######## design 1 ########
[src/rtl/ps2_host_tx.sv]
// ps2_host_tx: host-to-device PS/2 frame transmitter driving low-only line enables.
// Define PS2_TX_RETRY_EN to resend a failed byte up to three more times.
module ps2_host_tx #(
   parameter int unsigned INHIBIT_CYCLES = 1432,
   parameter int unsigned TIMEOUT_CYCLES = 28636,
   parameter int unsigned RELEASE_CYCLES = 8
) (
   input  logic       clk14,
   input  logic       rst,
   input  logic [7:0] tx_data,
   input  logic       tx_valid,
   output logic       tx_ready,
   input  logic       ps2_clk_in,
   input  logic       ps2_din_in,
   output logic       ps2_clk_oe,
   output logic       ps2_dat_oe,
   output logic       busy,
   output logic       done,
   output logic       err
);

   localparam int unsigned CMAX =
      (INHIBIT_CYCLES > TIMEOUT_CYCLES) ? INHIBIT_CYCLES : TIMEOUT_CYCLES;
   localparam int CW = $clog2(CMAX + 1);

   typedef logic [CW-1:0] cnt_t;

   localparam cnt_t INH_LAST = cnt_t'(INHIBIT_CYCLES - 1);
   localparam cnt_t TO_LAST  = cnt_t'(TIMEOUT_CYCLES - 1);
   localparam cnt_t REL      = cnt_t'(RELEASE_CYCLES);

   typedef enum logic [2:0] {
      S_IDLE,
      S_INHIBIT,
      S_REQ,
      S_DATA,
      S_ACK,
      S_WAIT
   } state_t;

   state_t     state_q, state_d;
   cnt_t       cnt_q, cnt_d;
   logic [3:0] bit_q, bit_d;
   logic [8:0] frame_q, frame_d;
   logic       ack_fail_q, ack_fail_d;
   logic       clk_oe_q, clk_oe_d;
   logic       dat_oe_q, dat_oe_d;
   logic       busy_q, busy_d;
   logic       done_q, done_d;
   logic       err_q, err_d;
`ifdef PS2_TX_RETRY_EN
   logic [1:0] retry_q, retry_d;
`endif

   logic [1:0] clk_sync_q;
   logic [1:0] dat_sync_q;
   logic       clk_prev_q;
   logic       fall;
   logic       to_hit;
   logic       finish;
   logic       fail;

   assign fall   = clk_prev_q & ~clk_sync_q[1];
   assign to_hit = (cnt_q == TO_LAST);

   always_comb begin
      state_d    = state_q;
      cnt_d      = cnt_q;
      bit_d      = bit_q;
      frame_d    = frame_q;
      ack_fail_d = ack_fail_q;
      clk_oe_d   = clk_oe_q;
      dat_oe_d   = dat_oe_q;
      busy_d     = busy_q;
      done_d     = 1'b0;
      err_d      = err_q;
      finish     = 1'b0;
      fail       = 1'b0;
`ifdef PS2_TX_RETRY_EN
      retry_d    = retry_q;
`endif

      unique case (state_q)
         S_IDLE: begin
            if (tx_valid) begin
               frame_d  = {~^tx_data, tx_data};
               busy_d   = 1'b1;
               clk_oe_d = 1'b1;
               dat_oe_d = 1'b0;
               cnt_d    = '0;
               bit_d    = '0;
               state_d  = S_INHIBIT;
`ifdef PS2_TX_RETRY_EN
               retry_d  = '0;
`endif
            end
         end
         S_INHIBIT: begin
            if (cnt_q == INH_LAST) begin
               cnt_d    = '0;
               bit_d    = '0;
               clk_oe_d = 1'b0;
               dat_oe_d = 1'b1;
               state_d  = S_REQ;
            end else begin
               cnt_d = cnt_q + cnt_t'(1);
            end
         end
         S_REQ: begin
            // Edges right after clock release are line ringing, not the device.
            if (fall && cnt_q >= REL) begin
               cnt_d    = '0;
               dat_oe_d = ~frame_q[0];
               bit_d    = 4'd1;
               state_d  = S_DATA;
            end else if (to_hit) begin
               finish = 1'b1;
               fail   = 1'b1;
            end else begin
               cnt_d = cnt_q + cnt_t'(1);
            end
         end
         S_DATA: begin
            if (fall) begin
               cnt_d = '0;
               if (bit_q == 4'd9) begin
                  dat_oe_d = 1'b0;
                  state_d  = S_ACK;
               end else begin
                  dat_oe_d = ~frame_q[bit_q];
                  bit_d    = bit_q + 4'd1;
               end
            end else if (to_hit) begin
               finish = 1'b1;
               fail   = 1'b1;
            end else begin
               cnt_d = cnt_q + cnt_t'(1);
            end
         end
         S_ACK: begin
            if (fall) begin
               cnt_d      = '0;
               ack_fail_d = dat_sync_q[1];
               state_d    = S_WAIT;
            end else if (to_hit) begin
               finish = 1'b1;
               fail   = 1'b1;
            end else begin
               cnt_d = cnt_q + cnt_t'(1);
            end
         end
         S_WAIT: begin
            if (clk_sync_q[1] && dat_sync_q[1]) begin
               finish = 1'b1;
               fail   = ack_fail_q;
            end else if (fall) begin
               cnt_d = '0;
            end else if (to_hit) begin
               finish = 1'b1;
               fail   = 1'b1;
            end else begin
               cnt_d = cnt_q + cnt_t'(1);
            end
         end
         default: state_d = S_IDLE;
      endcase

      if (finish) begin
         clk_oe_d = 1'b0;
         dat_oe_d = 1'b0;
         cnt_d    = '0;
         bit_d    = '0;
`ifdef PS2_TX_RETRY_EN
         if (fail && retry_q != 2'd3) begin
            retry_d  = retry_q + 2'd1;
            clk_oe_d = 1'b1;
            state_d  = S_INHIBIT;
         end else begin
            retry_d = '0;
            done_d  = 1'b1;
            err_d   = fail;
            busy_d  = 1'b0;
            state_d = S_IDLE;
         end
`else
         done_d  = 1'b1;
         err_d   = fail;
         busy_d  = 1'b0;
         state_d = S_IDLE;
`endif
      end
   end

   always_ff @(posedge clk14) begin
      if (rst) begin
         state_q    <= S_IDLE;
         cnt_q      <= '0;
         bit_q      <= '0;
         frame_q    <= '0;
         ack_fail_q <= 1'b0;
         clk_oe_q   <= 1'b0;
         dat_oe_q   <= 1'b0;
         busy_q     <= 1'b0;
         done_q     <= 1'b0;
         err_q      <= 1'b0;
         clk_sync_q <= 2'b11;
         dat_sync_q <= 2'b11;
         clk_prev_q <= 1'b1;
`ifdef PS2_TX_RETRY_EN
         retry_q    <= '0;
`endif
      end else begin
         state_q    <= state_d;
         cnt_q      <= cnt_d;
         bit_q      <= bit_d;
         frame_q    <= frame_d;
         ack_fail_q <= ack_fail_d;
         clk_oe_q   <= clk_oe_d;
         dat_oe_q   <= dat_oe_d;
         busy_q     <= busy_d;
         done_q     <= done_d;
         err_q      <= err_d;
         clk_sync_q <= {clk_sync_q[0], ps2_clk_in};
         dat_sync_q <= {dat_sync_q[0], ps2_din_in};
         clk_prev_q <= clk_sync_q[1];
`ifdef PS2_TX_RETRY_EN
         retry_q    <= retry_d;
`endif
      end
   end

   assign tx_ready   = (state_q == S_IDLE);
   assign ps2_clk_oe = clk_oe_q;
   assign ps2_dat_oe = dat_oe_q;
   assign busy       = busy_q;
   assign done       = done_q;
   assign err        = err_q;

endmodule
[config.mk]
export PLATFORM = sky130hd
export DESIGN_NAME = ps2_host_tx
export DESIGN_NICKNAME = d
export VERILOG_FILES = /design/src/rtl/ps2_host_tx.sv
export SDC_FILE = /design/constraint.sdc
export NUM_CORES = 1
export LEC_CHECK = 0
export CAP_MARGIN = 20
export CORE_ASPECT_RATIO = 1.4
export CORE_MARGIN = 3
export CORE_UTILIZATION = 40
export DETAILED_ROUTE_END_ITERATION = 12
export DONT_BUFFER_PORTS = 1
export GPL_ROUTABILITY_DRIVEN = 0
export PLACE_DENSITY_LB_ADDON = 0.15
export SLEW_MARGIN = 20
export SYNTH_ARGS = -nofsm -noshare
export SYNTH_HDL_FRONTEND = slang
export SYNTH_SLANG_ARGS = --single-unit
[constraint.sdc]
create_clock -name clk14 -period 2.14 [get_ports clk14]
set_clock_uncertainty 0.15 [all_clocks]
set_input_delay 0.321 -clock clk14 [delete_from_list [all_inputs] [get_ports clk14]]
set_output_delay 0.321 -clock clk14 [all_outputs]
set_load 0.02 [all_outputs]
######## design 2 ########
File: config.mk
export PLATFORM = sky130hd
export DESIGN_NAME = phy_tx_serializer
export DESIGN_NICKNAME = d
export VERILOG_FILES = /design/src/rtl/phy_tx_serializer.sv
export SDC_FILE = /design/constraint.sdc
export NUM_CORES = 1
export LEC_CHECK = 0
export CORE_ASPECT_RATIO = 0.5
export CORE_MARGIN = 2
export CORE_UTILIZATION = 60
export CTS_BUF_LIST = sky130_fd_sc_hd__clkbuf_4
export DETAILED_ROUTE_END_ITERATION = 12
export PLACE_DENSITY = 0.9
export SYNTH_ARGS = -nofsm -noshare
export SYNTH_HDL_FRONTEND = slang
export SYNTH_SLANG_ARGS = --single-unit
File: constraint.sdc
create_clock -name clk_32f -period 4.8 [get_ports clk_32f]
set_input_delay 0.96 -clock clk_32f [delete_from_list [all_inputs] [get_ports clk_32f]]
set_output_delay 0.96 -clock clk_32f [all_outputs]
set_load 0.1 [all_outputs]
File: src/rtl/phy_tx_serializer.sv
// phy_tx_serializer
//   Transmit-side lane serializer. Bytes from the byte-parallel side are
//   queued in a small FIFO and shifted out MSB-first, one bit per clk_32f
//   cycle, in 8-cycle slots. After every reset a preamble of SYNC_BC comma
//   slots is sent. From then on, a slot carries the FIFO head when one is
//   queued and IDLE_BYTE otherwise.
//
// Ports
//   clk_32f    in   bit clock, all logic on its rising edge
//   reset      in   asynchronous active-high reset
//   data_in    in   [7:0] byte to transmit
//   valid_in   in   data_in valid
//   ready_out  out  FIFO can accept (byte taken when valid_in && ready_out)
//   serial_out out  serial bit stream, MSB of each slot byte first
//   slot_data  out  1 while the current slot carries a FIFO byte
//   sync_done  out  1 once the comma preamble has been sent
module phy_tx_serializer #(
  parameter int          FIFO_DEPTH = 4,
  parameter int          SYNC_BC    = 4,
  parameter logic [7:0]  IDLE_BYTE  = 8'hBC
) (
  input  logic       clk_32f,
  input  logic       reset,
  input  logic [7:0] data_in,
  input  logic       valid_in,
  output logic       ready_out,
  output logic       serial_out,
  output logic       slot_data,
  output logic       sync_done
);

  localparam int PTR_W  = $clog2(FIFO_DEPTH);
  localparam int CNT_W  = PTR_W + 1;
  localparam int SCNT_W = (SYNC_BC > 1) ? $clog2(SYNC_BC) : 1;

  localparam logic [CNT_W-1:0]  CNT_FULL  = CNT_W'(FIFO_DEPTH);
  localparam logic [CNT_W-1:0]  CNT_ONE   = CNT_W'(1);
  localparam logic [PTR_W-1:0]  PTR_ONE   = PTR_W'(1);
  localparam logic [SCNT_W-1:0] SYNC_LAST = SCNT_W'(SYNC_BC - 1);
  localparam logic [SCNT_W-1:0] SCNT_ONE  = SCNT_W'(1);

  typedef enum logic {
    ST_SYNC = 1'b0,
    ST_DATA = 1'b1
  } state_t;

  state_t              state_q,      state_d;
  logic [2:0]          bit_cnt_q,    bit_cnt_d;
  logic [SCNT_W-1:0]   sync_cnt_q,   sync_cnt_d;
  logic [PTR_W-1:0]    wr_ptr_q,     wr_ptr_d;
  logic [PTR_W-1:0]    rd_ptr_q,     rd_ptr_d;
  logic [CNT_W-1:0]    count_q,      count_d;
  logic                serial_out_q, serial_out_d;
  logic                slot_data_q,  slot_data_d;
  logic                sync_done_q,  sync_done_d;
  logic [7:0]          sr_q,         sr_d;
  logic [7:0]          mem_q [FIFO_DEPTH];

  logic                sel_edge;
  logic                push;
  logic                pop;
  logic [7:0]          slot_byte;

  assign ready_out  = (count_q != CNT_FULL);
  assign serial_out = serial_out_q;
  assign slot_data  = slot_data_q;
  assign sync_done  = sync_done_q;

  // A slot boundary: the byte for the next 8 cycles is chosen here.
  assign sel_edge = (bit_cnt_q == 3'd0);
  assign push     = valid_in && ready_out;
  // No bypass: a byte pushed on a selection edge into an empty FIFO waits a slot.
  assign pop      = sel_edge && (state_q == ST_DATA) && (count_q != '0);

  always_comb begin
    state_d      = state_q;
    bit_cnt_d    = bit_cnt_q + 3'd1;
    sync_cnt_d   = sync_cnt_q;
    wr_ptr_d     = wr_ptr_q;
    rd_ptr_d     = rd_ptr_q;
    count_d      = count_q;
    slot_data_d  = slot_data_q;
    sync_done_d  = sync_done_q;
    slot_byte    = IDLE_BYTE;
    serial_out_d = sr_q[7];
    sr_d         = {sr_q[6:0], 1'b0};

    if (push) begin
      wr_ptr_d = wr_ptr_q + PTR_ONE;
    end
    if (pop) begin
      rd_ptr_d = rd_ptr_q + PTR_ONE;
    end
    if (push && !pop) begin
      count_d = count_q + CNT_ONE;
    end else if (!push && pop) begin
      count_d = count_q - CNT_ONE;
    end

    if (sel_edge) begin
      if (state_q == ST_SYNC) begin
        slot_data_d = 1'b0;
        sync_cnt_d  = sync_cnt_q + SCNT_ONE;
        if (sync_cnt_q == SYNC_LAST) begin
          state_d     = ST_DATA;
          sync_done_d = 1'b1;
        end
      end else if (pop) begin
        slot_byte   = mem_q[rd_ptr_q];
        slot_data_d = 1'b1;
      end else begin
        slot_data_d = 1'b0;
      end
      serial_out_d = slot_byte[7];
      sr_d         = {slot_byte[6:0], 1'b0};
    end
  end

  always_ff @(posedge clk_32f or posedge reset) begin
    if (reset) begin
      state_q      <= ST_SYNC;
      bit_cnt_q    <= '0;
      sync_cnt_q   <= '0;
      wr_ptr_q     <= '0;
      rd_ptr_q     <= '0;
      count_q      <= '0;
      serial_out_q <= 1'b0;
      slot_data_q  <= 1'b0;
      sync_done_q  <= 1'b0;
    end else begin
      state_q      <= state_d;
      bit_cnt_q    <= bit_cnt_d;
      sync_cnt_q   <= sync_cnt_d;
      wr_ptr_q     <= wr_ptr_d;
      rd_ptr_q     <= rd_ptr_d;
      count_q      <= count_d;
      serial_out_q <= serial_out_d;
      slot_data_q  <= slot_data_d;
      sync_done_q  <= sync_done_d;
    end
  end

  // Datapath storage: contents are meaningless until the control state says
  // otherwise, so it carries no reset.
  always_ff @(posedge clk_32f) begin
    sr_q <= sr_d;
    if (push) begin
      mem_q[wr_ptr_q] <= data_in;
    end
  end

endmodule

Fig. 1: design 2, cell area per tile
Scale bar: 20 µm. 9 x 5 tiles, from white (low) to dark blue (high), 0 to 100% covered.
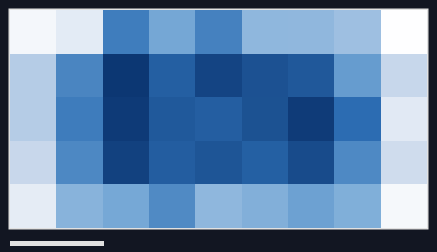
mean over tiles: 57%
emptiest ninth of the die: upper right
nearly empty tiles: 2.2%
tiles over 75% full: 36%
densest ninth of the die: centre
Core Util, Final: 69.9%
initial core utilization: 62.8%

==> summary.txt, design 2 <==
status: complete, no violations
Setup Total Neg Slack: 0 ps
GR peak layer: met2
syn nets: 141
crit path DAT: 2190 ps
crit path to: ready_out
Yosys top cell by area: edfxtp_1
Dominant cell area share: 44.5%
sequential share of power: 55.3%
sequential cell area: 1500 µm²
Post-Syn Area: 2160 µm²
initial DRC count: 67
crit end category: primary output
largest power group: registers
Peak VDD IR: 0.000268 V
Layout non-clock buf frac: 5.84%
initial antenna violation count: 0
Inverters: 6
DRC Markers: 0
yosys stat area: 2160 µm²
number of synthesis warnings: 0
CP bufs+invs: 1
DP Cell Count: 182
part of the power in combinational logic: 28.3%
critical path cell sequence: nor2_1, nand2_1, clkdlybuf4s50_1
ClkCell Share: 2.55%
ys async rst share: 29.1%
Ant. Diodes: 0
share of post-route cells with drive strength above 1: 10.8%
ANT nets after route: 0
clk_buf instances: 5
CTS buffer count: 5
met3 Use GR: 5.91%
CTS Sinks: 55
Slew headroom: 35.4%
logic share of the area: 25.5%
Placer Congestion: 0.714
sequential share of cell area: 62.5%
clk_skew: 7.45 ps
Top Layout Cells: edfxtp_1, dfrtp_1, clkdlybuf4s50_1
number of global-route vias before repair: 1005
Vias: 1022
syn avg cell area: 17.8 µm²
tool warnings: 30
Clock Path Buffers: 2
Final Hold Viols: 0
Top cells by area: edfxtp_1, dfrtp_1, mux4_1, dfxtp_1, ha_1
endpoint of the worst hold path: bit_cnt_q[0]
RSZ-0062 raised after global routing: no
internal power: 850 µW
Global Route met2 Usage: 28.7%
Die Ht: 46.4 µm
Synthesized registers: 55
TritonCTS clock tree: done
drt total wl: 3.20 mm
WP data required: 3840 ps
hold_sp: bit_cnt_q[0]
[design 2: cell families (layout without fill, tap and decap cells)]
group,after synthesis,in the layout,share of synthesized area (%)
compound gates,9,9,3.83
xor+xnor,8,8,3.25
fa+ha+maj,9,9,5.57
buf+inv,10,28,2.09
flops,55,55,69.6
mux,11,11,11.0
simple gates,19,19,4.75
[design 2: layer usage]
layer  vias up  routed length [µm]
met5         -                   0
met4         0                  39
met3         5                 122
met2        21                1480
met1       514                1550
li1        482                   -
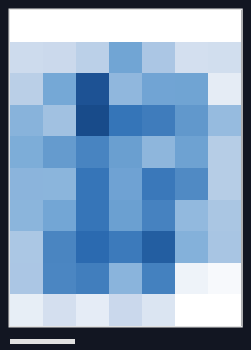
Fig. 2. Cell area per tile (design 1).
Scale bar: 20 µm. 7 x 10 tiles, from white (low) to dark blue (high), 0 to 100% covered.
tiles over 75% full: 5.7%
fullest tile: 89%
densest ninth of the die: centre
mean over tiles: 40%
Core Util, Final: 51.1%
initial core utilization: 42.4%
total core area: 5690 µm²

==> summary.txt, design 1 <==
vias per cell: 5.77
Peak VDD IR: 0.000419 V
clock-pin slew on the worst setup and hold paths: 80 ps
final setup fails: 0
crit path to: bit_q[3]
syn avg cell area: 8.25 µm²
CP bufs+invs: 0
GR Overflow Total: 0
hold slack: 11.7 ps
design area: 2900 µm²
first-pass GRT wire length: 10.5 mm
Inverters: 9
yosys stat cell total: 292
share of post-route cells with drive strength above 1: 21.6%
MI comb area: 1460 µm²
critical path's slowest cell: or4_4
critical path cell sequence: ha_1, and2_1, and4_4, o211ai_4, or4_4, a21oi_2
Worst R2R Path Depth: 6
final period utilization: 94.2%
status: complete, no violations
largest net degree at the start of global routing: 22
TritonCTS clock tree: done
internal power: 1.46 mW
clk_buf instances: 6
clock latency on the worst-skew pair: 290 ps
CTS buffer count: 5
-- design 1: metal layers --
metal | part of all wire, % | global-route usage, % | wire length, µm | up-vias
li1 | - | - | - | 1119
met1 | 42 | 23.0 | 2580 | 1061
met2 | 51 | 30.5 | 3070 | 50
met3 | 4.6 | 3.60 | 282 | 10
met4 | 2.3 | 7.38 | 140 | 0
met5 | 0 | 0 | 0 | -
-- design 1: state kept, by name, summed over array words and instances (netlist names), 2 cells and up --
signal      flops
bit_q           4
clk_sync_q      2
cnt_q          15
dat_sync_q      2
frame_q         9
state_q         3

==> screenshots <==
Sequential cells coloured by netlist name.
Scale bar: 20 µm. Other sequential cells in the stronger grey, the rest of the logic in the fainter grey.
image #1
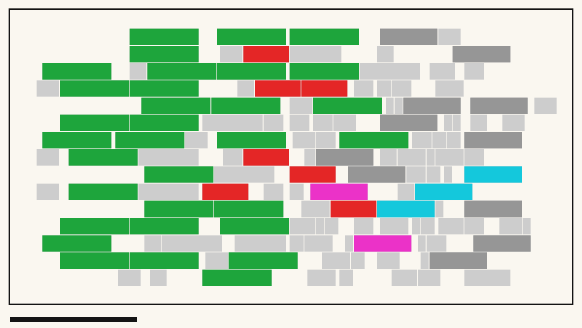
image #2
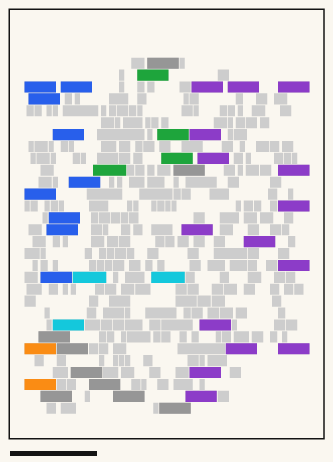
Design 2 is image #1.
Design 1 is image #2.
The one with the most sequential cells is image #1.
The one with the largest die is image #2.

Key to image #1:
legend:
  `bit_cnt_q`:
    colour: cyan
    flops: 3
  `wr_ptr_q`:
    colour: magenta
    flops: 2
  `mem_q`:
    colour: green
    flops: 32
  `sr_q`:
    colour: red
    flops: 7
    where: centre
not coloured: 11


######## design 3 ########
$ cat config.mk
export PLATFORM = sky130hd
export DESIGN_NAME = lsu_mem_port
export DESIGN_NICKNAME = d
export VERILOG_FILES = /design/src/rtl/lsu_mem_port_pkg.sv /design/src/rtl/lsu_load_align.sv /design/src/rtl/lsu_mem_port.sv
export SDC_FILE = /design/constraint.sdc
export NUM_CORES = 1
export LEC_CHECK = 0
export CAP_MARGIN = 25
export CORE_ASPECT_RATIO = 0.8
export CORE_UTILIZATION = 48
export CTS_BUF_LIST = sky130_fd_sc_hd__clkbuf_8
export DETAILED_ROUTE_END_ITERATION = 10
export GPL_TIMING_DRIVEN = 0
export PLACE_DENSITY = 0.91
export SLEW_MARGIN = 20
export SYNTH_ARGS = -nofsm -noshare
export SYNTH_HDL_FRONTEND = slang
export SYNTH_SLANG_ARGS = --single-unit
$ cat constraint.sdc
create_clock -name i_clk -period 2.9 [get_ports i_clk]
set_clock_uncertainty 0.2 [all_clocks]
set_input_delay 0.435 -clock i_clk [delete_from_list [all_inputs] [get_ports i_clk]]
set_output_delay 0.435 -clock i_clk [all_outputs]
set_load 0.005 [all_outputs]
$ cat src/rtl/lsu_mem_port_pkg.sv
// ------------------------------------------------------------------
// lsu_mem_port_pkg: funct3 codes, FSM states, store-enable helper. Rev 1.0
// ------------------------------------------------------------------
`default_nettype none

package lsu_mem_port_pkg;

  localparam logic [2:0] F3_B  = 3'b000;
  localparam logic [2:0] F3_H  = 3'b001;
  localparam logic [2:0] F3_W  = 3'b010;
  localparam logic [2:0] F3_BU = 3'b100;
  localparam logic [2:0] F3_HU = 3'b101;

  typedef enum logic [2:0] {
    S_IDLE = 3'd0,
    S_WR1  = 3'd1,
    S_WR2  = 3'd2,
    S_RD   = 3'd3,
    S_RDW  = 3'd4,
    S_RESP = 3'd5
  } state_t;

  // The enable decoder cannot take 1100, so SH at offset 2 starts with byte 2 only.
  function automatic logic [3:0] first_wen(input logic [1:0] size, input logic [1:0] off);
    case (size)
      2'b00:   first_wen = 4'b0001 << off;
      2'b01:   first_wen = off[1] ? 4'b0100 : 4'b0011;
      default: first_wen = 4'b1111;
    endcase
  endfunction

endpackage

`default_nettype wire

$ cat src/rtl/lsu_load_align.sv
// ------------------------------------------------------------------
// lsu_load_align: extract and sign/zero-extend a load from a memory word. Rev 1.0
// ------------------------------------------------------------------
`default_nettype none

module lsu_load_align
  import lsu_mem_port_pkg::*;
(
  input  logic [31:0] mem_rd,
  input  logic [1:0]  offset,
  input  logic [2:0]  funct3,
  output logic [31:0] result
);

  logic [7:0]  byte_sel;
  logic [15:0] half_sel;

  always_comb begin
    byte_sel = mem_rd[{offset, 3'b000} +: 8];
    half_sel = offset[1] ? mem_rd[31:16] : mem_rd[15:0];
    case (funct3)
      F3_B:    result = {{24{byte_sel[7]}}, byte_sel};
      F3_H:    result = {{16{half_sel[15]}}, half_sel};
      F3_W:    result = mem_rd;
      F3_BU:   result = {24'd0, byte_sel};
      F3_HU:   result = {16'd0, half_sel};
      default: result = 32'd0;
    endcase
  end

endmodule

`default_nettype wire

$ cat src/rtl/lsu_mem_port.sv
// ------------------------------------------------------------------
// lsu_mem_port: RV32I load/store sequencer for a byte-enabled data memory. Rev 1.0
// ------------------------------------------------------------------
`default_nettype none

module lsu_mem_port
  import lsu_mem_port_pkg::*;
#(
  parameter int DEPTH = 256
) (
  input  logic        i_clk,
  input  logic        i_rst,
  input  logic        i_req_valid,
  output logic        o_req_ready,
  input  logic        i_req_we,
  input  logic [2:0]  i_req_funct3,
  input  logic [31:0] i_req_addr,
  input  logic [31:0] i_req_wdata,
  output logic        o_resp_valid,
  output logic [31:0] o_resp_rdata,
  output logic        o_resp_err,
  output logic [31:0] o_mem_addr,
  output logic [31:0] o_mem_wd,
  output logic [3:0]  o_mem_wen,
  output logic        o_mem_ren,
  input  logic [31:0] i_mem_rd
);

  localparam logic [31:0] DEPTH_LIMIT = 32'(DEPTH);

  state_t      state;
  logic [2:0]  funct3_q;
  logic [1:0]  off_q;
  logic [31:0] load_result;
  logic        req_fire;
  logic        req_err;
  logic [1:0]  req_off;

  assign req_fire = i_req_valid & o_req_ready;
  assign req_off  = i_req_addr[1:0];

  always_comb begin
    req_err = 1'b0;
    case (i_req_funct3)
      3'b011, 3'b110, 3'b111: req_err = 1'b1;
      default:                req_err = 1'b0;
    endcase
    if (i_req_we && i_req_funct3[2])                      req_err = 1'b1;
    if (i_req_funct3[1:0] == 2'b10 && req_off != 2'b00)   req_err = 1'b1;
    if (i_req_funct3[1:0] == 2'b01 && req_off[0])         req_err = 1'b1;
    if ((i_req_addr >> 2) >= DEPTH_LIMIT)                 req_err = 1'b1;
  end

  lsu_load_align u_load_align (
    .mem_rd (i_mem_rd),
    .offset (off_q),
    .funct3 (funct3_q),
    .result (load_result)
  );

  // Outputs are registered alongside the state they belong to.
  always_ff @(posedge i_clk) begin
    if (i_rst) begin
      state        <= S_IDLE;
      funct3_q     <= 3'd0;
      off_q        <= 2'd0;
      o_req_ready  <= 1'b0;
      o_resp_valid <= 1'b0;
      o_resp_rdata <= 32'd0;
      o_resp_err   <= 1'b0;
      o_mem_addr   <= 32'd0;
      o_mem_wd     <= 32'd0;
      o_mem_wen    <= 4'd0;
      o_mem_ren    <= 1'b0;
    end else begin
      case (state)
        S_IDLE: begin
          if (req_fire) begin
            o_req_ready <= 1'b0;
            funct3_q    <= i_req_funct3;
            off_q       <= req_off;
            o_mem_addr  <= {i_req_addr[31:2], 2'b00};
            o_mem_wd    <= i_req_wdata << {req_off, 3'b000};
            if (req_err) begin
              state        <= S_RESP;
              o_resp_valid <= 1'b1;
              o_resp_err   <= 1'b1;
            end else if (i_req_we) begin
              state     <= S_WR1;
              o_mem_wen <= first_wen(i_req_funct3[1:0], req_off);
            end else begin
              state     <= S_RD;
              o_mem_ren <= 1'b1;
            end
          end else begin
            o_req_ready <= 1'b1;
          end
        end
        S_WR1: begin
          if (funct3_q[1:0] == 2'b01 && off_q[1]) begin
            state     <= S_WR2;
            o_mem_wen <= 4'b1000;
          end else begin
            state        <= S_RESP;
            o_mem_wen    <= 4'd0;
            o_resp_valid <= 1'b1;
          end
        end
        S_WR2: begin
          state        <= S_RESP;
          o_mem_wen    <= 4'd0;
          o_resp_valid <= 1'b1;
        end
        S_RD: begin
          state     <= S_RDW;
          o_mem_ren <= 1'b0;
        end
        S_RDW: begin
          state        <= S_RESP;
          o_resp_rdata <= load_result;
          o_resp_valid <= 1'b1;
        end
        S_RESP: begin
          state        <= S_IDLE;
          o_resp_valid <= 1'b0;
          o_resp_rdata <= 32'd0;
          o_resp_err   <= 1'b0;
          o_mem_addr   <= 32'd0;
          o_mem_wd     <= 32'd0;
          o_req_ready  <= 1'b1;
        end
        default: state <= S_IDLE;
      endcase
    end
  end

endmodule

`default_nettype wire

==> summary.txt <==
status: complete, no violations
Psw: 1.76 mW
Tapcells: 140
Largest regs: o_mem_wd: 32 flops, o_resp_rdata: 32 flops, o_mem_addr: 30 flops
Critical Path Start Type: input port
CP Depth: 6
MI comb area: 2610 µm²
top achievable clock speed: 411 MHz
most frequent logic cell in the layout: clkdlybuf4s50_1
part of the power in combinational logic: 40.7%
largest net degree at the start of global routing: 21
seq_cells: 110
Yosys top cell by area: dfxtp_1
CTS Root Buffer Type: clkbuf_8
CTS buffer count: 9
==> per-stage QoR <==
stage	power, mW	hold slack, ps	std cells	util (%)
2_1_floorplan	2.93	244	632	-
3_3_place_gp	3.80	238	975	70.9
3_5_place_dp	3.87	244	975	70.9
4_1_cts	4.77	131	991	72.7
5_1_grt	5.05	149	991	72.7
6_report	4.79	140	991	72.7
==> metal layers <==
metal | global-route usage, % | routed length, µm | up-vias
met2 | 50.2 | 8060 | 335
met5 | 0 | 0 | -
met3 | 6.90 | 1720 | 41
li1 | - | - | 2686
met1 | 41.1 | 7260 | 2722
met4 | 10.8 | 362 | 0
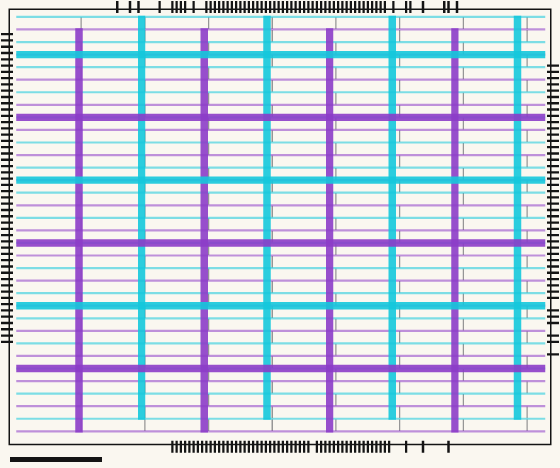
Fig. 3. PDN straps and rails (design 3).
Scale bar: 20 µm. Pins as bars on the die edge. Tap cells in grey.
legend:
  VSS:
    colour: purple
  VDD:
    colour: cyan
signal pins: 207
tap cells: 140
met5 straps: 6
rows: 33
Die X: 117 µm
total core area: 10300 µm²
Peak VDD IR: 0.000278 V
Die Ht: 94.0 µm

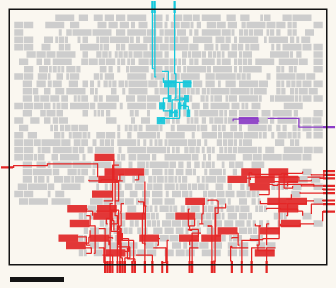
Fig. 4. Wires at chosen ports, followed through buffers (design 3).
Scale bar: 20 µm.
legend:
  `i_req_funct3`:
    colour: cyan
    bits: 3
    direction: input
    edge: top
    end_cells: 13
    buffers: 3
    wire: 162 µm
  `o_resp_rdata`:
    colour: red
    bits: 32
    direction: output
    edge: 22 bottom, 9 right, 1 left
    end_cells: 32
    buffers: 32
    wire: 885 µm
  `o_resp_valid`:
    colour: purple
    bits: 1
    direction: output
    edge: right
    end_cells: 1
    buffers: 1
    wire: 35.9 µm
Port Buffers: 203
IO Pins: 207



==> gallery <==
Placed standard cells.
Plate I
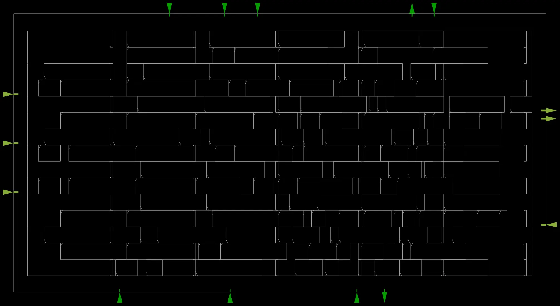
Plate II
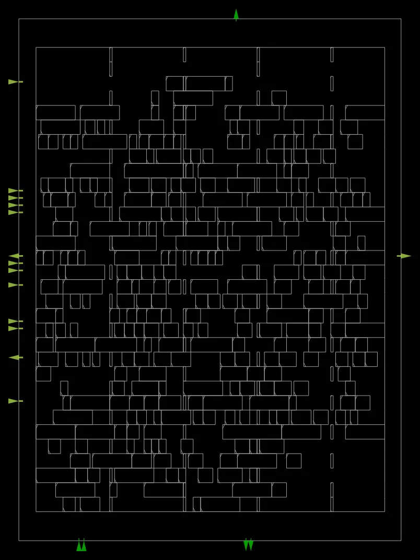
Plate III
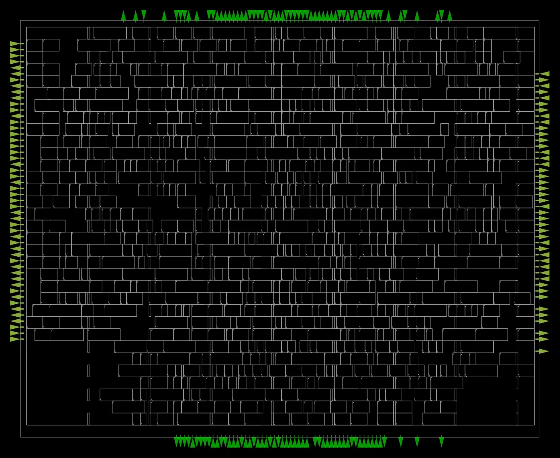
- Plate II = design 1
- Plate III = design 3
- Plate I = design 2

Power and IR drop assume default switching activity.
